==================== rv64g_l1_line_sequencer_flat
Fig. 1: rv64g_l1_line_sequencer_flat, congestion heat map
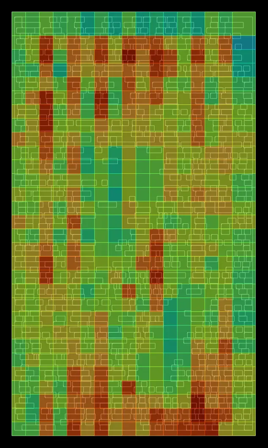

[src/rtl/rv64g_l1_line_sequencer_if.sv]
// Scalar line-move bus: job request, writeback stream, refill stream and array scalar port.
interface rv64g_l1_line_sequencer_if #(
  parameter int unsigned INDEX_W = 5,
  parameter int unsigned TAG_W   = 53
);
  // Job request and status
  logic               start_i;
  logic               start_evict_i;
  logic [INDEX_W-1:0] start_index_i;
  logic [2:0]         start_way_i;
  logic [TAG_W-1:0]   start_tag_i;
  logic [1:0]         start_state_i;
  logic               busy_o;
  logic               done_o;
  // Eviction writeback stream
  logic               wb_valid_o;
  logic               wb_ready_i;
  logic [63:0]        wb_data_o;
  logic               wb_last_o;
  // Refill stream
  logic               fill_valid_i;
  logic               fill_ready_o;
  logic [63:0]        fill_data_i;
  // Array scalar port
  logic               arr_req_o;
  logic               arr_we_o;
  logic               arr_tag_we_o;
  logic [INDEX_W-1:0] arr_index_o;
  logic [2:0]         arr_word_o;
  logic [2:0]         arr_way_o;
  logic [7:0]         arr_be_o;
  logic [63:0]        arr_wdata_o;
  logic [TAG_W-1:0]   arr_tag_o;
  logic [1:0]         arr_state_o;
  logic [63:0]        arr_rdata_i;

  // Sequencer side
  modport master (
    input  start_i, start_evict_i, start_index_i, start_way_i, start_tag_i, start_state_i,
    output busy_o, done_o,
    output wb_valid_o, wb_data_o, wb_last_o,
    input  wb_ready_i,
    input  fill_valid_i, fill_data_i,
    output fill_ready_o,
    output arr_req_o, arr_we_o, arr_tag_we_o, arr_index_o, arr_word_o, arr_way_o,
    output arr_be_o, arr_wdata_o, arr_tag_o, arr_state_o,
    input  arr_rdata_i
  );

  // Miss FSM / stream / array side
  modport slave (
    output start_i, start_evict_i, start_index_i, start_way_i, start_tag_i, start_state_i,
    input  busy_o, done_o,
    input  wb_valid_o, wb_data_o, wb_last_o,
    output wb_ready_i,
    output fill_valid_i, fill_data_i,
    input  fill_ready_o,
    input  arr_req_o, arr_we_o, arr_tag_we_o, arr_index_o, arr_word_o, arr_way_o,
    input  arr_be_o, arr_wdata_o, arr_tag_o, arr_state_o,
    output arr_rdata_i
  );
endinterface

[src/rtl/rv64g_l1_line_sequencer.sv]
// L1 line-move sequencer: optional dirty eviction readout, 8-beat refill, tag/state write.
module rv64g_l1_line_sequencer #(
  parameter int unsigned INDEX_W = 5,
  parameter int unsigned TAG_W   = 53,
  parameter int unsigned WAYS    = 8
) (
  input  logic                        clk_i,
  input  logic                        rst_ni,
  rv64g_l1_line_sequencer_if.master   bus
);

  localparam int unsigned WAY_W = $clog2(WAYS);
  localparam int unsigned CNT_W = 3;

  typedef enum logic [2:0] {
    S_IDLE    = 3'd0,
    S_EV_RD   = 3'd1,
    S_EV_CAP  = 3'd2,
    S_EV_SEND = 3'd3,
    S_FILL    = 3'd4,
    S_TAG_WR  = 3'd5,
    S_DONE    = 3'd6
  } state_e;

  state_e             r_state;
  logic [CNT_W-1:0]   r_cnt;
  logic [INDEX_W-1:0] r_index;
  logic [WAY_W-1:0]   r_way;
  logic [TAG_W-1:0]   r_tag;
  logic [1:0]         r_line_st;
  logic [63:0]        r_wb_data;
  logic               w_cnt_last;

  assign w_cnt_last = (r_cnt == CNT_W'(7));

  // Job latch, word counter, eviction capture and phase sequencing
  always_ff @(posedge clk_i or negedge rst_ni) begin
    if (!rst_ni) begin
      r_state   <= S_IDLE;
      r_cnt     <= '0;
      r_index   <= '0;
      r_way     <= '0;
      r_tag     <= '0;
      r_line_st <= '0;
      r_wb_data <= '0;
    end else begin
      case (r_state)
        S_IDLE: begin
          if (bus.start_i) begin
            r_index   <= bus.start_index_i;
            r_way     <= WAY_W'(bus.start_way_i);
            r_tag     <= bus.start_tag_i;
            r_line_st <= bus.start_state_i;
            r_cnt     <= '0;
            r_state   <= bus.start_evict_i ? S_EV_RD : S_FILL;
          end
        end
        S_EV_RD:  r_state <= S_EV_CAP;
        S_EV_CAP: begin
          r_wb_data <= bus.arr_rdata_i;
          r_state   <= S_EV_SEND;
        end
        S_EV_SEND: begin
          if (bus.wb_ready_i) begin
            if (w_cnt_last) begin
              r_cnt   <= '0;
              r_state <= S_FILL;
            end else begin
              r_cnt   <= r_cnt + CNT_W'(1);
              r_state <= S_EV_RD;
            end
          end
        end
        S_FILL: begin
          if (bus.fill_valid_i) begin
            if (w_cnt_last) r_state <= S_TAG_WR;
            else            r_cnt   <= r_cnt + CNT_W'(1);
          end
        end
        S_TAG_WR: r_state <= S_DONE;
        S_DONE:   r_state <= S_IDLE;
        default:  r_state <= S_IDLE;
      endcase
    end
  end

  // Output decode from the registered state; refill writes pass the beat straight through
  always_comb begin
    bus.busy_o       = (r_state != S_IDLE);
    bus.done_o       = 1'b0;
    bus.wb_valid_o   = 1'b0;
    bus.wb_last_o    = 1'b0;
    bus.wb_data_o    = r_wb_data;
    bus.fill_ready_o = 1'b0;
    bus.arr_req_o    = 1'b0;
    bus.arr_we_o     = 1'b0;
    bus.arr_tag_we_o = 1'b0;
    bus.arr_index_o  = r_index;
    bus.arr_way_o    = 3'(r_way);
    bus.arr_word_o   = '0;
    bus.arr_be_o     = '0;
    bus.arr_wdata_o  = '0;
    bus.arr_tag_o    = '0;
    bus.arr_state_o  = '0;
    case (r_state)
      S_EV_RD: begin
        bus.arr_req_o  = 1'b1;
        bus.arr_word_o = r_cnt;
      end
      S_EV_SEND: begin
        bus.wb_valid_o = 1'b1;
        bus.wb_last_o  = w_cnt_last;
      end
      S_FILL: begin
        bus.fill_ready_o = 1'b1;
        if (bus.fill_valid_i) begin
          bus.arr_req_o   = 1'b1;
          bus.arr_we_o    = 1'b1;
          bus.arr_word_o  = r_cnt;
          bus.arr_be_o    = 8'hFF;
          bus.arr_wdata_o = bus.fill_data_i;
        end
      end
      S_TAG_WR: begin
        bus.arr_tag_we_o = 1'b1;
        bus.arr_tag_o    = r_tag;
        bus.arr_state_o  = r_line_st;
      end
      S_DONE:  bus.done_o = 1'b1;
      default: ;
    endcase
  end

endmodule
[src/flat_wrapper.sv]
// flat-port wrapper written by rule: the top's interface ports become plain ports
module rv64g_l1_line_sequencer_flat 
#(
  parameter int unsigned INDEX_W = 5,
  parameter int unsigned TAG_W   = 53,
  parameter int unsigned WAYS    = 8
)
  (clk_i, rst_ni, bus_start_i, bus_start_evict_i, bus_start_index_i, bus_start_way_i, bus_start_tag_i, bus_start_state_i, bus_busy_o, bus_done_o, bus_wb_valid_o, bus_wb_data_o, bus_wb_last_o, bus_wb_ready_i, bus_fill_valid_i, bus_fill_data_i, bus_fill_ready_o, bus_arr_req_o, bus_arr_we_o, bus_arr_tag_we_o, bus_arr_index_o, bus_arr_word_o, bus_arr_way_o, bus_arr_be_o, bus_arr_wdata_o, bus_arr_tag_o, bus_arr_state_o, bus_arr_rdata_i);
  rv64g_l1_line_sequencer_if #(.INDEX_W(INDEX_W), .TAG_W(TAG_W)) bus_i ();
  input  logic clk_i;
  input  logic rst_ni;
  input wire logic [$bits(bus_i.start_i)-1:0] bus_start_i;
  input wire logic [$bits(bus_i.start_evict_i)-1:0] bus_start_evict_i;
  input wire logic [$bits(bus_i.start_index_i)-1:0] bus_start_index_i;
  input wire logic [$bits(bus_i.start_way_i)-1:0] bus_start_way_i;
  input wire logic [$bits(bus_i.start_tag_i)-1:0] bus_start_tag_i;
  input wire logic [$bits(bus_i.start_state_i)-1:0] bus_start_state_i;
  output wire logic [$bits(bus_i.busy_o)-1:0] bus_busy_o;
  output wire logic [$bits(bus_i.done_o)-1:0] bus_done_o;
  output wire logic [$bits(bus_i.wb_valid_o)-1:0] bus_wb_valid_o;
  output wire logic [$bits(bus_i.wb_data_o)-1:0] bus_wb_data_o;
  output wire logic [$bits(bus_i.wb_last_o)-1:0] bus_wb_last_o;
  input wire logic [$bits(bus_i.wb_ready_i)-1:0] bus_wb_ready_i;
  input wire logic [$bits(bus_i.fill_valid_i)-1:0] bus_fill_valid_i;
  input wire logic [$bits(bus_i.fill_data_i)-1:0] bus_fill_data_i;
  output wire logic [$bits(bus_i.fill_ready_o)-1:0] bus_fill_ready_o;
  output wire logic [$bits(bus_i.arr_req_o)-1:0] bus_arr_req_o;
  output wire logic [$bits(bus_i.arr_we_o)-1:0] bus_arr_we_o;
  output wire logic [$bits(bus_i.arr_tag_we_o)-1:0] bus_arr_tag_we_o;
  output wire logic [$bits(bus_i.arr_index_o)-1:0] bus_arr_index_o;
  output wire logic [$bits(bus_i.arr_word_o)-1:0] bus_arr_word_o;
  output wire logic [$bits(bus_i.arr_way_o)-1:0] bus_arr_way_o;
  output wire logic [$bits(bus_i.arr_be_o)-1:0] bus_arr_be_o;
  output wire logic [$bits(bus_i.arr_wdata_o)-1:0] bus_arr_wdata_o;
  output wire logic [$bits(bus_i.arr_tag_o)-1:0] bus_arr_tag_o;
  output wire logic [$bits(bus_i.arr_state_o)-1:0] bus_arr_state_o;
  input wire logic [$bits(bus_i.arr_rdata_i)-1:0] bus_arr_rdata_i;
  assign bus_i.start_i = bus_start_i;
  assign bus_i.start_evict_i = bus_start_evict_i;
  assign bus_i.start_index_i = bus_start_index_i;
  assign bus_i.start_way_i = bus_start_way_i;
  assign bus_i.start_tag_i = bus_start_tag_i;
  assign bus_i.start_state_i = bus_start_state_i;
  assign bus_busy_o = bus_i.busy_o;
  assign bus_done_o = bus_i.done_o;
  assign bus_wb_valid_o = bus_i.wb_valid_o;
  assign bus_wb_data_o = bus_i.wb_data_o;
  assign bus_wb_last_o = bus_i.wb_last_o;
  assign bus_i.wb_ready_i = bus_wb_ready_i;
  assign bus_i.fill_valid_i = bus_fill_valid_i;
  assign bus_i.fill_data_i = bus_fill_data_i;
  assign bus_fill_ready_o = bus_i.fill_ready_o;
  assign bus_arr_req_o = bus_i.arr_req_o;
  assign bus_arr_we_o = bus_i.arr_we_o;
  assign bus_arr_tag_we_o = bus_i.arr_tag_we_o;
  assign bus_arr_index_o = bus_i.arr_index_o;
  assign bus_arr_word_o = bus_i.arr_word_o;
  assign bus_arr_way_o = bus_i.arr_way_o;
  assign bus_arr_be_o = bus_i.arr_be_o;
  assign bus_arr_wdata_o = bus_i.arr_wdata_o;
  assign bus_arr_tag_o = bus_i.arr_tag_o;
  assign bus_arr_state_o = bus_i.arr_state_o;
  assign bus_i.arr_rdata_i = bus_arr_rdata_i;
  rv64g_l1_line_sequencer #(.INDEX_W(INDEX_W), .TAG_W(TAG_W), .WAYS(WAYS)) u_core (.clk_i(clk_i), .rst_ni(rst_ni), .bus(bus_i));
endmodule
[config.mk]
export PLATFORM = sky130hd
export DESIGN_NAME = rv64g_l1_line_sequencer_flat
export DESIGN_NICKNAME = d
export VERILOG_FILES = /design/src/rtl/rv64g_l1_line_sequencer_if.sv /design/src/rtl/rv64g_l1_line_sequencer.sv /design/src/flat_wrapper.sv
export SDC_FILE = /design/constraint.sdc
export NUM_CORES = 1
export LEC_CHECK = 0
export CAP_MARGIN = 10
export CELL_PAD_IN_SITES_DETAIL_PLACEMENT = 1
export CELL_PAD_IN_SITES_GLOBAL_PLACEMENT = 1
export CORE_ASPECT_RATIO = 1.75
export CORE_UTILIZATION = 25
export DETAILED_ROUTE_END_ITERATION = 6
export PLACE_DENSITY_LB_ADDON = 0.1
export SYNTH_ARGS = -nofsm -noshare
export SYNTH_HDL_FRONTEND = slang
export SYNTH_SLANG_ARGS = --single-unit
[constraint.sdc]
create_clock -name clk_i -period 1.53 [get_ports clk_i]
set_input_delay 0.2295 -clock clk_i [delete_from_list [all_inputs] [get_ports clk_i]]
set_output_delay 0.2295 -clock clk_i [all_outputs]
set_load 0.03 [all_outputs]
==================== mem_cycle_seq
--- src/rtl/mem_cycle_seq.sv ---
// mem_cycle_seq: arbitrates two byte/word requesters onto a single byte-wide
// memory cycle unit and splits 16-bit transfers into two little-endian byte cycles.
// Latency: ready in the accept cycle, cyc_activate one cycle later, done two cycles after cyc_done.
// Backpressure: requests are taken only in IDLE; a pending valid sees ready=0 until the sequencer is idle.
//
// Ports:
//   clk, reset                 clock and asynchronous active-high reset
//   reqN_valid/wr/word/addr/wdata  requester N transfer request (N = 0, 1)
//   reqN_ready, reqN_done      one-cycle accept and completion pulses
//   reqN_rdata                 read result, updated in the done cycle and held afterwards
//   cyc_activate/addr/rd/wr/wdata  byte cycle request to the memory cycle unit
//   cyc_rdata, cyc_done        byte read data and completion pulse from the cycle unit
//   busy                       high whenever the sequencer is not idle
//
// Build option: define MEM_CYCLE_SEQ_RR_EN for round-robin arbitration of
// simultaneous requests; otherwise requester 0 has fixed priority.
module mem_cycle_seq (
  input  logic        clk,
  input  logic        reset,
  input  logic        req0_valid,
  input  logic        req0_wr,
  input  logic        req0_word,
  input  logic [15:0] req0_addr,
  input  logic [15:0] req0_wdata,
  output logic        req0_ready,
  output logic        req0_done,
  output logic [15:0] req0_rdata,
  input  logic        req1_valid,
  input  logic        req1_wr,
  input  logic        req1_word,
  input  logic [15:0] req1_addr,
  input  logic [15:0] req1_wdata,
  output logic        req1_ready,
  output logic        req1_done,
  output logic [15:0] req1_rdata,
  output logic        cyc_activate,
  output logic [15:0] cyc_addr,
  output logic        cyc_rd,
  output logic        cyc_wr,
  output logic [7:0]  cyc_wdata,
  input  logic [7:0]  cyc_rdata,
  input  logic        cyc_done,
  output logic        busy
);

  typedef enum logic [2:0] {
    S_IDLE,
    S_ISSUE,
    S_WAIT,
    S_CAPT,
    S_DONE
  } state_t;

  state_t      state;

  // Transfer context captured at accept; requester inputs are ignored afterwards.
  logic        l_id;
  logic        l_wr;
  logic        l_word;
  logic [15:0] l_addr;
  logic [15:0] l_wdata;
  logic        idx;
  logic [15:0] res;

  logic        gnt0;
  logic        gnt1;

`ifdef MEM_CYCLE_SEQ_RR_EN
  // 1 = requester 1 was granted last; on contention the other requester wins.
  logic        last_gnt;

  always_comb begin
    gnt0 = req0_valid && (!req1_valid || last_gnt);
    gnt1 = req1_valid && (!req0_valid || !last_gnt);
  end
`else
  always_comb begin
    gnt0 = req0_valid;
    gnt1 = req1_valid && !req0_valid;
  end
`endif

  // Ready is the same-cycle handshake; gating with reset keeps it low while
  // reset is held so no request slips in before the first clean edge.
  assign req0_ready = (state == S_IDLE) && !reset && gnt0;
  assign req1_ready = (state == S_IDLE) && !reset && gnt1;
  assign busy       = (state != S_IDLE);

  // Selected requester's fields, used only on the accept edge.
  logic        sel_wr;
  logic        sel_word;
  logic [15:0] sel_addr;
  logic [15:0] sel_wdata;

  always_comb begin
    sel_wr    = gnt1 ? req1_wr    : req0_wr;
    sel_word  = gnt1 ? req1_word  : req0_word;
    sel_addr  = gnt1 ? req1_addr  : req0_addr;
    sel_wdata = gnt1 ? req1_wdata : req0_wdata;
  end

  // Result with the current byte merged in; this is what gets published when
  // the last byte is captured, so rdata is valid in the same cycle as done.
  logic [15:0] capt_res;

  always_comb begin
    capt_res = res;
    if (!l_wr) begin
      if (idx) capt_res[15:8] = cyc_rdata;
      else     capt_res[7:0]  = cyc_rdata;
    end
  end

  always_ff @(posedge clk or posedge reset) begin
    if (reset) begin
      state        <= S_IDLE;
      l_id         <= 1'b0;
      l_wr         <= 1'b0;
      l_word       <= 1'b0;
      l_addr       <= 16'h0000;
      l_wdata      <= 16'h0000;
      idx          <= 1'b0;
      res          <= 16'h0000;
      req0_done    <= 1'b0;
      req1_done    <= 1'b0;
      req0_rdata   <= 16'h0000;
      req1_rdata   <= 16'h0000;
      cyc_activate <= 1'b0;
      cyc_addr     <= 16'h0000;
      cyc_rd       <= 1'b0;
      cyc_wr       <= 1'b0;
      cyc_wdata    <= 8'h00;
`ifdef MEM_CYCLE_SEQ_RR_EN
      last_gnt     <= 1'b1;
`endif
    end else begin
      case (state)
        S_IDLE: begin
          if (gnt0 || gnt1) begin
            l_id         <= gnt1;
            l_wr         <= sel_wr;
            l_word       <= sel_word;
            l_addr       <= sel_addr;
            l_wdata      <= sel_wdata;
            idx          <= 1'b0;
            res          <= 16'h0000;
            // Cycle outputs are loaded here so they are already stable in ISSUE.
            cyc_activate <= 1'b1;
            cyc_addr     <= sel_addr;
            cyc_rd       <= !sel_wr;
            cyc_wr       <= sel_wr;
            cyc_wdata    <= sel_wdata[7:0];
`ifdef MEM_CYCLE_SEQ_RR_EN
            last_gnt     <= gnt1;
`endif
            state        <= S_ISSUE;
          end
        end

        S_ISSUE: begin
          cyc_activate <= 1'b0;
          state        <= S_WAIT;
        end

        S_WAIT: begin
          if (cyc_done) state <= S_CAPT;
        end

        S_CAPT: begin
          res <= capt_res;
          if (l_word && !idx) begin
            // High byte lives at addr+1; the 16-bit add wraps FFFF -> 0000.
            idx          <= 1'b1;
            cyc_activate <= 1'b1;
            cyc_addr     <= l_addr + 16'd1;
            cyc_wdata    <= l_wdata[15:8];
            state        <= S_ISSUE;
          end else begin
            cyc_addr  <= 16'h0000;
            cyc_rd    <= 1'b0;
            cyc_wr    <= 1'b0;
            cyc_wdata <= 8'h00;
            if (l_id) begin
              req1_done  <= 1'b1;
              req1_rdata <= capt_res;
            end else begin
              req0_done  <= 1'b1;
              req0_rdata <= capt_res;
            end
            state <= S_DONE;
          end
        end

        S_DONE: begin
          req0_done <= 1'b0;
          req1_done <= 1'b0;
          state     <= S_IDLE;
        end

        default: state <= S_IDLE;
      endcase
    end
  end

endmodule

--- config.mk ---
export PLATFORM = sky130hd
export DESIGN_NAME = mem_cycle_seq
export DESIGN_NICKNAME = d
export VERILOG_FILES = /design/src/rtl/mem_cycle_seq.sv
export SDC_FILE = /design/constraint.sdc
export NUM_CORES = 1
export LEC_CHECK = 0
export ABC_AREA = 1
export CORE_MARGIN = 2
export CORE_UTILIZATION = 52
export DETAILED_ROUTE_END_ITERATION = 8
export PLACE_DENSITY_LB_ADDON = 0.05
export SLEW_MARGIN = 20
export SYNTH_ARGS = -nofsm -noshare
export SYNTH_HDL_FRONTEND = slang
export SYNTH_SLANG_ARGS = --single-unit
--- constraint.sdc ---
create_clock -name clk -period 9.2 [get_ports clk]
set_input_delay 1.38 -clock clk [delete_from_list [all_inputs] [get_ports clk]]
set_output_delay 1.38 -clock clk [all_outputs]
set_load 0.1 [all_outputs]
==================== instr_prefetch
## src/rtl/riscv_fetch_pkg.sv

```systemverilog
// rtl/riscv_fetch_pkg.sv - shared fetch types and constants
package riscv_fetch_pkg;

  localparam int FETCH_XLEN = 32;
  localparam logic [31:0] NOP_INSTR = 32'h0000_0013;
  localparam int PC_STEP = 4;

  typedef struct packed {
    logic [FETCH_XLEN-1:0] pc;
    logic [FETCH_XLEN-1:0] instr;
  } fetch_entry_t;

endpackage

```

## src/rtl/sync_fifo.sv

```systemverilog
// rtl/sync_fifo.sv - power-of-two synchronous FIFO with flush and level
module sync_fifo #(
  parameter int WIDTH = 64,
  parameter int DEPTH = 4
) (
  input  logic                   clk_i,
  input  logic                   resetn_i,
  input  logic                   push_i,
  input  logic [WIDTH-1:0]       push_data_i,
  input  logic                   pop_i,
  input  logic                   flush_i,
  output logic [WIDTH-1:0]       pop_data_o,
  output logic                   full_o,
  output logic                   empty_o,
  output logic [$clog2(DEPTH):0] level_o
);

  localparam int AW = $clog2(DEPTH);

  logic [WIDTH-1:0] r_mem [DEPTH];
  logic [AW-1:0]    r_wptr;
  logic [AW-1:0]    r_rptr;
  logic [AW:0]      r_level;
  logic             w_do_push;
  logic             w_do_pop;

  assign full_o     = (r_level == (AW+1)'(DEPTH));
  assign empty_o    = (r_level == '0);
  assign level_o    = r_level;
  assign pop_data_o = r_mem[r_rptr];

  assign w_do_pop  = pop_i && !empty_o && !flush_i;
  assign w_do_push = push_i && !flush_i && (!full_o || w_do_pop);

  always_ff @(posedge clk_i or negedge resetn_i) begin
    if (!resetn_i) begin
      r_wptr  <= '0;
      r_rptr  <= '0;
      r_level <= '0;
    end else if (flush_i) begin
      r_wptr  <= '0;
      r_rptr  <= '0;
      r_level <= '0;
    end else begin
      if (w_do_push) r_wptr <= r_wptr + AW'(1);
      if (w_do_pop)  r_rptr <= r_rptr + AW'(1);
      r_level <= r_level + (AW+1)'(w_do_push) - (AW+1)'(w_do_pop);
    end
  end

  always_ff @(posedge clk_i) begin
    if (w_do_push) r_mem[r_wptr] <= push_data_i;
  end

endmodule

```

## src/rtl/instr_prefetch.sv

```systemverilog
// rtl/instr_prefetch.sv - pipelined instruction prefetch with redirect flush
// Credit-based issue keeps outstanding requests plus FIFO occupancy within FIFO_DEPTH.
module instr_prefetch
  import riscv_fetch_pkg::*;
#(
  parameter int              XLEN            = FETCH_XLEN,
  parameter int              FIFO_DEPTH      = 4,
  parameter int              MAX_OUTSTANDING = 2,
  parameter logic [XLEN-1:0] RESET_PC        = '0
) (
  input  logic                          clk_i,
  input  logic                          resetn_i,
  output logic                          imem_req_valid_o,
  input  logic                          imem_req_ready_i,
  output logic [XLEN-1:0]               imem_req_addr_o,
  input  logic                          imem_rsp_valid_i,
  input  logic [XLEN-1:0]               imem_rsp_data_i,
  input  logic                          redirect_en_i,
  input  logic [XLEN-1:0]               redirect_addr_i,
  output logic                          instr_valid_o,
  input  logic                          instr_ready_i,
  output logic [XLEN-1:0]               instr_o,
  output logic [XLEN-1:0]               pc_o,
  output logic [$clog2(FIFO_DEPTH):0]   fifo_level_o
);

  localparam int LW = $clog2(FIFO_DEPTH) + 1;
  localparam int OW = $clog2(MAX_OUTSTANDING + 1);

  typedef struct packed {
    logic [XLEN-1:0] pc;
    logic [XLEN-1:0] instr;
  } entry_t;

  logic            r_run;
  logic [XLEN-1:0] r_req_pc;
  logic [XLEN-1:0] r_rsp_pc;
  logic [OW-1:0]   r_out;
  logic [OW-1:0]   r_drop;

  logic [LW-1:0]   w_level;
  logic [LW:0]     w_credit_sum;
  logic            w_full;
  logic            w_empty;
  logic            w_req_valid;
  logic            w_fire;
  logic            w_rsp;
  logic            w_keep;
  logic            w_pop;
  logic [OW-1:0]   w_out_next;
  logic [XLEN-1:0] w_redirect_pc;
  entry_t          w_push_entry;
  entry_t          w_head;

  assign w_credit_sum  = (LW+1)'(r_out) + (LW+1)'(w_level);
  assign w_req_valid   = r_run && (r_out < OW'(MAX_OUTSTANDING))
                         && (w_credit_sum < (LW+1)'(FIFO_DEPTH));
  assign w_fire        = w_req_valid && imem_req_ready_i;
  // A response with nothing outstanding is illegal and simply ignored.
  assign w_rsp         = imem_rsp_valid_i && (r_out != '0);
  assign w_keep        = w_rsp && (r_drop == '0) && !redirect_en_i;
  assign w_pop         = !w_empty && instr_ready_i && !redirect_en_i;
  assign w_out_next    = r_out + OW'(w_fire) - OW'(w_rsp);
  assign w_redirect_pc = redirect_addr_i & ~XLEN'(3);
  assign w_push_entry  = '{pc: r_rsp_pc, instr: imem_rsp_data_i};

  sync_fifo #(
    .WIDTH (2*XLEN),
    .DEPTH (FIFO_DEPTH)
  ) u_fifo (
    .clk_i       (clk_i),
    .resetn_i    (resetn_i),
    .push_i      (w_keep),
    .push_data_i (w_push_entry),
    .pop_i       (w_pop),
    .flush_i     (redirect_en_i),
    .pop_data_o  (w_head),
    .full_o      (w_full),
    .empty_o     (w_empty),
    .level_o     (w_level)
  );

  // On redirect everything still in flight after this cycle becomes stale.
  always_ff @(posedge clk_i or negedge resetn_i) begin
    if (!resetn_i) begin
      r_run    <= 1'b0;
      r_req_pc <= RESET_PC;
      r_rsp_pc <= RESET_PC;
      r_out    <= '0;
      r_drop   <= '0;
    end else begin
      r_run <= 1'b1;
      r_out <= w_out_next;
      if (redirect_en_i) begin
        r_req_pc <= w_redirect_pc;
        r_rsp_pc <= w_redirect_pc;
        r_drop   <= w_out_next;
      end else begin
        if (w_fire) r_req_pc <= r_req_pc + XLEN'(PC_STEP);
        if (w_keep) r_rsp_pc <= r_rsp_pc + XLEN'(PC_STEP);
        if (w_rsp && (r_drop != '0)) r_drop <= r_drop - OW'(1);
      end
    end
  end

  assign imem_req_valid_o = w_req_valid;
  assign imem_req_addr_o  = r_req_pc;
  assign instr_valid_o    = !w_empty;
  assign instr_o          = w_empty ? XLEN'(NOP_INSTR) : w_head.instr;
  assign pc_o             = w_empty ? '0 : w_head.pc;
  assign fifo_level_o     = w_level;

  a_rsp_without_req: assert property (@(posedge clk_i) disable iff (!resetn_i)
    !(imem_rsp_valid_i && (r_out == '0)));

  a_no_overflow: assert property (@(posedge clk_i) disable iff (!resetn_i)
    !(w_keep && w_full && !w_pop));

endmodule
```

## config.mk

```make
export PLATFORM = sky130hd
export DESIGN_NAME = instr_prefetch
export DESIGN_NICKNAME = d
export VERILOG_FILES = /design/src/rtl/riscv_fetch_pkg.sv /design/src/rtl/sync_fifo.sv /design/src/rtl/instr_prefetch.sv
export SDC_FILE = /design/constraint.sdc
export NUM_CORES = 1
export LEC_CHECK = 0
export CAP_MARGIN = 20
export CORE_MARGIN = 2
export CORE_UTILIZATION = 30
export DETAILED_ROUTE_END_ITERATION = 16
export PLACE_DENSITY = 0.6
export SYNTH_ARGS = -nofsm -noshare
export SYNTH_HDL_FRONTEND = slang
export SYNTH_SLANG_ARGS = --single-unit
```

## constraint.sdc

```tcl
create_clock -name clk_i -period 7.1 [get_ports clk_i]
set_clock_uncertainty 0.15 [all_clocks]
set_input_delay 1.775 -clock clk_i [delete_from_list [all_inputs] [get_ports clk_i]]
set_output_delay 1.775 -clock clk_i [all_outputs]
set_load 0.1 [all_outputs]
```

==================== pazen_lane_register_bank
$ cat src/rtl/pazen_lane_register_bank.sv
// rtl/pazen_lane_register_bank.sv - dual-port 64-bit x DEPTH lane-writable bank with clear sequencer
// Optional lane parity via PAZEN_BANK_PARITY_EN.
module pazen_lane_register_bank #(
  parameter int DEPTH = 10,
  parameter int AW    = 4
) (
  input  logic          clk,
  input  logic          reset,
  input  logic          CSA,
  input  logic          CSB,
  input  logic          WEAN,
  input  logic          WEBN,
  input  logic [AW-1:0] A_w,
  input  logic [AW-1:0] B_w,
  input  logic [3:0]    MUXA,
  input  logic [3:0]    MUXB,
  input  logic [63:0]   DIA_T_w,
  input  logic [63:0]   DIB_T_w,
  input  logic          clr,
`ifdef PAZEN_BANK_PARITY_EN
  input  logic          par_inj,
  output logic [3:0]    perr_a,
  output logic [3:0]    perr_b,
`endif
  output logic [63:0]   DOA,
  output logic [63:0]   DOB,
  output logic          busy,
  output logic [1:0]    addr_err
);

  typedef enum logic {IDLE, CLEAR} state_t;

  state_t        state;
  logic [AW-1:0] ptr;
  logic [63:0]   mem [DEPTH];
`ifdef PAZEN_BANK_PARITY_EN
  logic [3:0]    par [DEPTH];
`endif

  logic in_range_a, in_range_b;
  logic we_a, we_b, re_a, re_b;

  assign in_range_a = int'(A_w) < DEPTH;
  assign in_range_b = int'(B_w) < DEPTH;

  // Port traffic is only honoured while idle; the clear sequencer owns the array otherwise.
  assign we_a = CSA && !WEAN && in_range_a && (state == IDLE);
  assign we_b = CSB && !WEBN && in_range_b && (state == IDLE);
  assign re_a = CSA &&  WEAN && (state == IDLE);
  assign re_b = CSB &&  WEBN && (state == IDLE);

  always_ff @(posedge clk or negedge reset) begin
    if (!reset) begin
      state    <= IDLE;
      ptr      <= '0;
      busy     <= 1'b0;
      DOA      <= '0;
      DOB      <= '0;
      addr_err <= '0;
      for (int w = 0; w < DEPTH; w++) begin
        mem[w] <= '0;
`ifdef PAZEN_BANK_PARITY_EN
        par[w] <= '0;
`endif
      end
`ifdef PAZEN_BANK_PARITY_EN
      perr_a <= '0;
      perr_b <= '0;
`endif
    end else begin
      addr_err <= {CSB && !in_range_b, CSA && !in_range_a};

      // Reads sample the array before this edge's writes land, giving read-first behaviour.
      if (re_a) begin
        DOA <= in_range_a ? mem[A_w] : '0;
`ifdef PAZEN_BANK_PARITY_EN
        for (int i = 0; i < 4; i++)
          perr_a[i] <= in_range_a && (par[A_w][i] != (^mem[A_w][16*i +: 16]));
`endif
      end
      if (re_b) begin
        DOB <= in_range_b ? mem[B_w] : '0;
`ifdef PAZEN_BANK_PARITY_EN
        for (int i = 0; i < 4; i++)
          perr_b[i] <= in_range_b && (par[B_w][i] != (^mem[B_w][16*i +: 16]));
`endif
      end

      // Port B is applied first so port A overrides it on a shared lane.
      for (int i = 0; i < 4; i++) begin
        if (we_b && MUXB[i]) begin
          mem[B_w][16*i +: 16] <= DIB_T_w[16*i +: 16];
`ifdef PAZEN_BANK_PARITY_EN
          par[B_w][i] <= (^DIB_T_w[16*i +: 16]) ^ par_inj;
`endif
        end
        if (we_a && MUXA[i]) begin
          mem[A_w][16*i +: 16] <= DIA_T_w[16*i +: 16];
`ifdef PAZEN_BANK_PARITY_EN
          par[A_w][i] <= (^DIA_T_w[16*i +: 16]) ^ par_inj;
`endif
        end
      end

      case (state)
        IDLE: begin
          if (clr) begin
            state <= CLEAR;
            ptr   <= '0;
            busy  <= 1'b1;
          end
        end
        CLEAR: begin
          mem[ptr] <= '0;
`ifdef PAZEN_BANK_PARITY_EN
          par[ptr] <= '0;
`endif
          if (ptr == AW'(DEPTH - 1)) begin
            state <= IDLE;
            busy  <= 1'b0;
          end else begin
            ptr <= ptr + AW'(1);
          end
        end
        default: state <= IDLE;
      endcase
    end
  end

endmodule

$ cat config.mk
export PLATFORM = sky130hd
export DESIGN_NAME = pazen_lane_register_bank
export DESIGN_NICKNAME = d
export VERILOG_FILES = /design/src/rtl/pazen_lane_register_bank.sv
export SDC_FILE = /design/constraint.sdc
export NUM_CORES = 2
export LEC_CHECK = 0
export CAP_MARGIN = 0
export CORE_MARGIN = 2
export CORE_UTILIZATION = 55
export CTS_BUF_LIST = sky130_fd_sc_hd__clkbuf_16
export CTS_CLUSTER_SIZE = 16
export DETAILED_ROUTE_END_ITERATION = 7
export PLACE_DENSITY = 0.75
export RECOVER_POWER = 25
export SLEW_MARGIN = 30
export SYNTH_ARGS = -nofsm -noshare
export SYNTH_HDL_FRONTEND = slang
export SYNTH_SLANG_ARGS = --single-unit
$ cat constraint.sdc
create_clock -name clk -period 3 [get_ports clk]
set_clock_uncertainty 0.05 [all_clocks]
set_input_delay 0.45 -clock clk [delete_from_list [all_inputs] [get_ports clk]]
set_output_delay 0.45 -clock clk [all_outputs]
set_load 0.005 [all_outputs]
Fig. 2: pazen_lane_register_bank, wiring heat map
(1 px per um) The die is cut into 29 by 29 equal tiles; white is low, dark blue is high, scaled to the fullest tile. Values are wire area over tile area, all layers added.
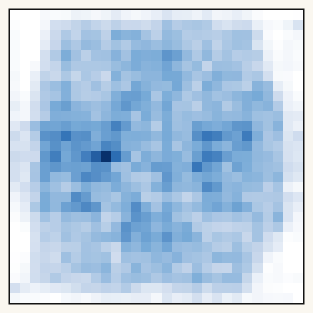
nearly empty tiles: 5.7%
mean over tiles: 0.34
tiles over half the peak: 13%
fullest tile: 1.1
Avg WL per Cell: 29.76 um
Routed WL: 167,400 um
GRT Total Usage: 38.35%

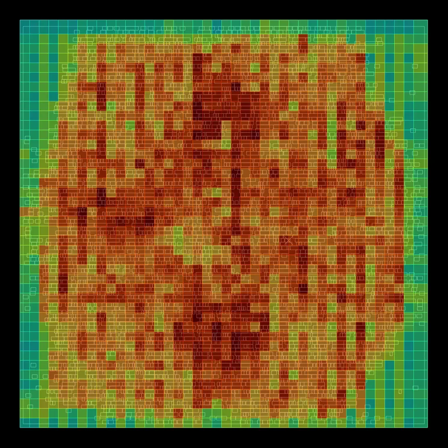
Fig. 3. Congestion heat map (pazen_lane_register_bank).
grt met3 use: 11.46%
Final Util: 64.19%

==> flow_metrics.py, pazen_lane_register_bank <==
# Generated from Yosys and OpenROAD reports
metrics = {
    "finish": {
        "area_growth_pct": 15.12,
        "drive_above_1_share_pct": 12.00,
        "layout_top_cell": "mux2i_1",
        "nNonClkBuffers": 496,
        "comb-cell-share_pct": 46.44,
        "buf_share_pct": 9.352,
        "finalNonFillerCells": 5624,
    },
    "clock_network": {
        "clk_pin_slew_ns": 0.07,
        "insertion_delay_ns": 0.65,
    },
    "setup_path": {
        "crit_cells": 5,
        "cp_num_buf_inv": 2,
        "cp-start-kind": "register",
    },
    "drt": {
        "vias": 39872,
        "drc_errors": 1,
        "drt_pre_antenna_iters": 8,
    },
    "logic_synthesis": {
        "simple_gate_area_share_pct": 5.451,
        "ys_types": 52,
        "logic_family": "multiplexers",
        "ys_seq_elements": 776,
        "yosysTopAreaCellShare_pct": 42.28,
    },
    "outcome": {
        "violations": "design-rule violations, max-capacitance violations, max-slew violations",
        "status": "finished with violations",
    },
    "hold_path": {
        "min-delay-start": "A_w[0]",
    },
    "final_timing": {
        "period_minus_slack_ns": 2.742,
        "final_max_slew_viol_count": 45,
        "hold_ws_ns": 0.3732,
    },
    "floorplan": {
        "die_x_um": 293.0,
        "taps": 1070,
    },
    "global_routing": {
        "grt-busiest-layer": "met2",
        "grt_max_degree": 69,
    },
    "job": {
        "timing.max_cap.violations": 1,
    },
    "placement": {
        "gp_congestion": 0.8864,
    },
}
pazen_lane_register_bank: flip-flops by register name, indices dropped and copies added (netlist names):
register and count:
ptr 4, DOB 64, mem 640, busy 1, state 1, DOA 64
addr_err 2
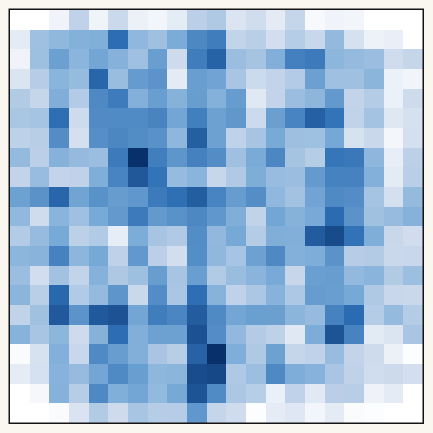
Fig. 4. Wiring heat map (mem_cycle_seq).
(4 px per um) The die is cut into 21 by 21 equal tiles; white is low, dark blue is high, scaled to the fullest tile. Values are wire area over tile area, all layers added.
mean over tiles: 0.19
tiles over half the peak: 33%
nearly empty tiles: 3.4%
fullest tile: 0.46

==> flow_metrics.py, mem_cycle_seq <==
# Generated from Yosys and OpenROAD reports
metrics = {
    "clock_network": {
        "post_cts_buffers": 0,
        "cts_made_buffers": 9,
        "postCtsHoldBufs": 0,
        "cts_buffer_depth": 2,
        "cts_tree": "built",
    },
    "final_timing": {
        "skew_ns": 0.01246,
        "max_freq_mhz": 183.5,
        "setup-violations-final": 0,
        "slew_headroom_pct": 32.18,
        "tightest_slew_ns": 1.014,
    },
    "floorplan": {
        "io_pins": 145,
        "core_um2": 9639,
        "core.rowCount": 36,
        "taps": 133,
        "die_h_um": 103.1,
    },
    "logic_synthesis": {
        "simple_gate_area_share_pct": 22.45,
        "synthCells": 612,
        "logic_family": "simple AND/OR/NAND/NOR gates",
        "synth_chip_area_um2": 5111,
        "mux_share_pct": 1.567,
        "ys_warn_count": 0,
    },
    "finish": {
        "seq_cells": 108,
        "clkCellAreaFrac_pct": 3.010,
        "diodes": 0,
        "drive_above_1_share_pct": 4.819,
        "largest_cell_class": "flip-flops and latches",
        "num-nets-final": 824,
        "area_growth_pct": 33.37,
        "layout_top_cell": "nand2_1",
        "fin_area_um2": 6817,
    },
    "global_routing": {
        "overflow": 0,
        "use_met1_pct": 33.47,
        "grtUsageMet2_pct": 43.36,
    },
    "job": {
        "tool_warnings": 26,
    },
    "setup_path": {
        "worstPathRequired_ns": 7.82,
        "crit_fanout": 35,
        "critical-path-max-stage-delay_ns": 1.13,
        "cp-endpoint": "req1_ready",
        "rr_startpoint": "state[2]",
        "cp_cell_sequence": "clkdlybuf4s50_1 -> inv_2 -> nor2_4 -> nand2_1 -> nor2_1 -> clkdlybuf4s50_1",
        "cpMaxStageDelayCell": "clkdlybuf4s50_1",
        "critPathTopFamily": "buffers and inverters",
        "end_kind": "output pin",
    },
    "outcome": {
        "status": "finished, final reports clean",
    },
    "hold_path": {
        "hold_end": "l_wdata[11]",
    },
    "drt": {
        "drt_pre_antenna_iters": 4,
    },
    "placement": {
        "dp.final_hpwl_um": 8853,
    },
}
-- mem_cycle_seq: synth_stat cells, drive strengths merged --
master  instances  share of area, %
a21boi          1              0.15
a21o            8               1.2
a21oi          17               1.7
a22oi           2              0.29
a31oi           9               1.1
buf            19               2.3
clkbuf          9              0.66
clkinv          1             0.073
dfrtp         108                53
ha              1              0.24
inv            44               3.3
mux2i           8               1.6
nand2         166                12
nand3          26               2.8
nand4           4              0.49
nor2           77               6.2
nor3            3              0.29
o211ai          3              0.44
o21a           10               1.5
o21ai          75               7.6
o21bai          2              0.29
o22ai           8              0.98
o31ai           9               1.3
or2             2              0.24
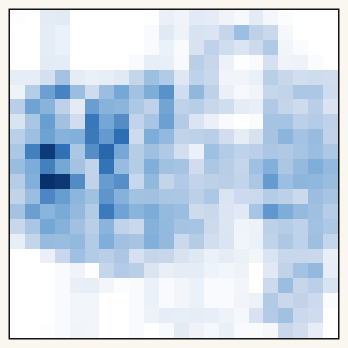
Fig. 5. Wiring heat map (instr_prefetch).
(1.5 px per um) The die is cut into 22 by 22 equal tiles; white is low, dark blue is high, scaled to the fullest tile. Values are wire area over tile area, all layers added.
nearly empty tiles: 14%
tiles over half the peak: 8.1%
fullest tile: 0.47
mean over tiles: 0.11
densest ninth of the die: west
Avg WL per Cell: 19.58 um
GRT Total Usage: 13.83%

==> flow_metrics.py, instr_prefetch <==
# Generated from Yosys and OpenROAD reports
metrics = {
    "finish": {
        "diodes": 0,
        "nFillCells": 4301,
        "logic_area_um2": 4302,
        "flop_area_um2": 9254,
        "seq_share_pct": 53.33,
        "drive_above_1_share_pct": 15.02,
        "nNonClkInverters": 23,
    },
    "final_timing": {
        "slew_headroom_pct": 27.23,
        "period_minus_slack_ns": 5.785,
        "tightest_slew_ns": 1.088,
        "rsz0062_at_grt": "false",
        "max_freq_mhz": 172.9,
        "hold_ws_ns": 0.3991,
    },
    "setup_path": {
        "cp_num_buf_inv": 2,
        "r2r_cells": 12,
        "cp_cell_sequence": "nor3_1 -> inv_2 -> and2_1 -> clkdlybuf4s50_1",
        "end_kind": "output pin",
        "rr_startpoint": "u_fifo.level_o[1]",
        "arrival_ns": 3.86,
        "cp-start-kind": "register",
        "cpMaxStageDelayCell": "clkdlybuf4s50_1",
        "critPathTopFamily": "buffers and inverters",
    },
    "logic_synthesis": {
        "yosysTopAreaCellShare_pct": 53.83,
        "synth_chip_area_um2": 13830,
        "mux_share_pct": 11.21,
        "ff_type": "edfxtp_1",
        "edf_count": 248,
        "async_flop_share_pct": 22.50,
    },
    "clock_network": {
        "cts_sinks": 320,
        "clk_pin_slew_ns": 0.06,
        "insertion_delay_ns": 0.53,
        "cts_buffer_depth": 3,
    },
    "floorplan": {
        "core_um2": 45480,
        "taps": 600,
        "io_pins": 171,
    },
    "placement": {
        "gp_congestion": 0.7954,
        "dp_slack_ns": 1.832,
    },
    "job": {
        "tool_warnings": 31,
    },
    "outcome": {
        "status": "finished, final reports clean",
    },
    "drt": {
        "drtIter0Drc": 554,
    },
}
## instr_prefetch: sequential cells by signal, summed over array words and instances (netlist names)
signal	flops
u_fifo.r_wptr	2
r_rsp_pc	30
u_fifo.r_rptr	2
u_fifo.level_o	3
r_drop	2
imem_req_addr_o	30
r_run	1
r_out	2
u_fifo.r_mem	248
## instr_prefetch: layer usage
metal	part of all wire (%)	GRT usage [%]
met1	46	19.68
met2	47	21.74
met3	5.5	2.547
met4	1.5	3.671
met5	0	0
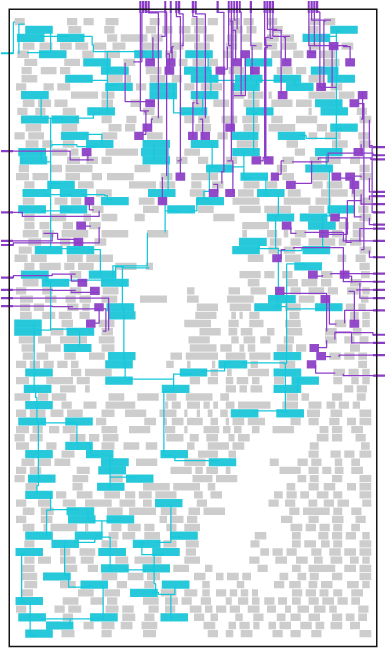
Fig. 6. Port wiring (rv64g_l1_line_sequencer_flat).
(3 px per um)
| port | color | direction | end cells | buffers | wire |
|---|---|---|---|---|---|
| rst_ni | cyan | input | 133 | 5 | 1,290 um |
| bus_arr_tag_o | purple | output | 53 | 53 | 1,770 um |
I/O pins: 407
Port Buf Inserts: 406

Notes on Fig. 1 above:
grt met2 use: 33.22%
grt met3 use: 7.085%
Final Util: 53.91%
Avg WL per Cell: 21.08 um

==> flow_metrics.py, rv64g_l1_line_sequencer_flat <==
# Generated from Yosys and OpenROAD reports
metrics = {
    "outcome": {
        "violations": "negative setup slack",
        "status": "finished with violations",
    },
    "final_timing": {
        "setup-violations-final": 268,
        "fin_ws_ns": -0.5311,
    },
    "floorplan": {
        "core_um2": 24630,
        "fp-utilization_pct": 25.57,
    },
    "setup_path": {
        "cp_cell_sequence": "buf_6 -> and3b_2 -> buf_12 -> buf_12 -> and2_2 -> buf_6",
        "crit_cells": 6,
    },
    "logic_synthesis": {
        "most_common_cell": "dfrtp_1",
        "ff_type": "dfrtp_1",
    },
    "clock_network": {
        "cts_buffer_depth": 2,
        "clk_pin_slew_ns": 0.06,
    },
    "hold_path": {
        "min_path_type": "input port to asynchronous set/reset pin",
    },
}
rv64g_l1_line_sequencer_flat: cell type report:
cell class	count	share of cell area (%)
well taps	312	2.940
flip-flops and latches	133	25.08
clock inverters	9	0.9518
repair buffers	492	42.91
diodes	1	0.01885
inverters	3	0.08482
clock buffers	23	3.525
multi-input cells	287	24.49
rv64g_l1_line_sequencer_flat: sequential cells by signal, summed over array words and instances, names as in the netlist:
signal                  flops
u_core.r_state              3
u_core.r_line_st            2
u_core.bus.wb_data_o       64
u_core.r_cnt                3
u_core.bus.arr_index_o      5
u_core.r_tag               53
u_core.bus.arr_way_o        3


==> screenshots <==
Port wiring.
Plate I
(2 px per um)
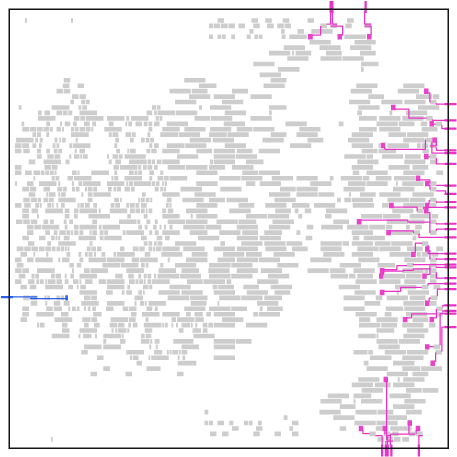
Plate II
(1.5 px per um)
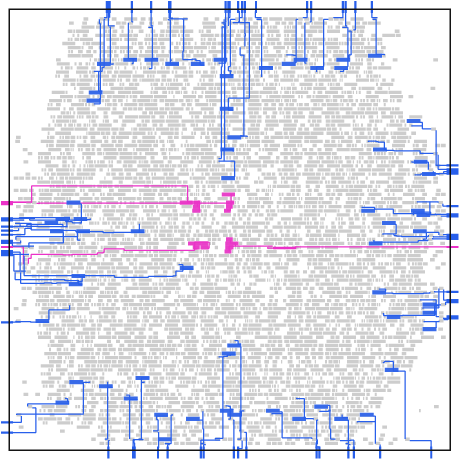
Plate III
(4 px per um)
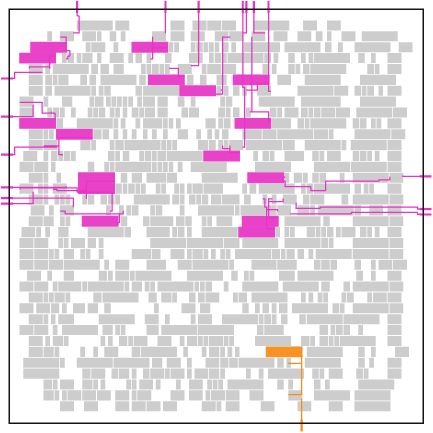
| picture | from |
|---|---|
| Plate III | mem_cycle_seq |
| Plate II | pazen_lane_register_bank |
| Plate I | instr_prefetch |
- most cells: Plate II
- smallest die: Plate III

Key to Plate II:
| port | color | direction | end cells | buffers | wire |
|---|---|---|---|---|---|
| DOB | blue | output | 64 | 64 | 3,530 um |
| MUXB | magenta | input | 16 | 4 | 641 um |


==> layout pictures side by side <==
Clock network drawn from the DEF.
(a)
(4 px per um)
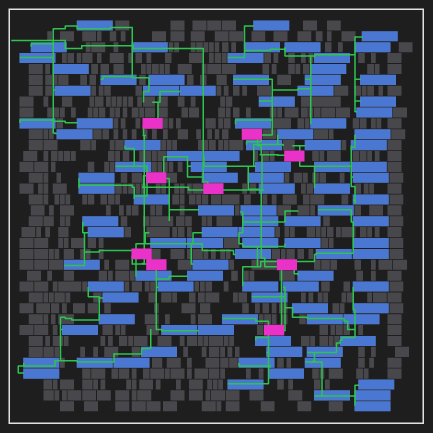
(b)
(1.5 px per um)
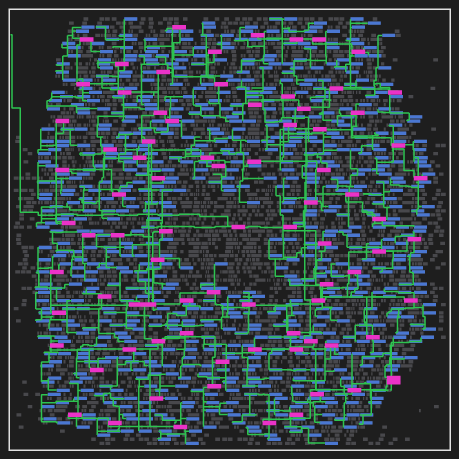
(c)
(3 px per um)
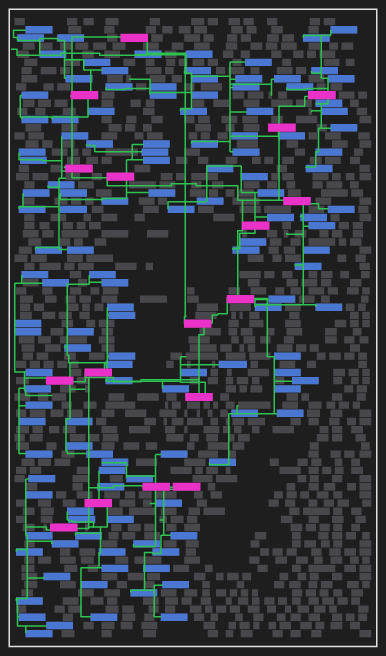
(d)
(2 px per um)
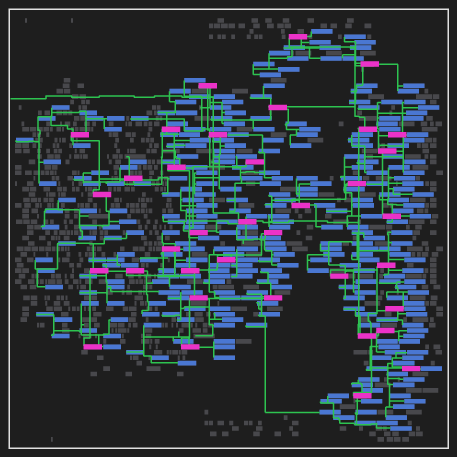
- fewest sequential cells: (a)
(c) is rv64g_l1_line_sequencer_flat.
(a) is mem_cycle_seq.
(d) is instr_prefetch.
(b) is pazen_lane_register_bank.

Key to (b):
[flip-flops] blue | count: 776
[clock-net drivers] magenta | count: 83
[clock wires] green | length: 9,950 um
routed clock nets: 84

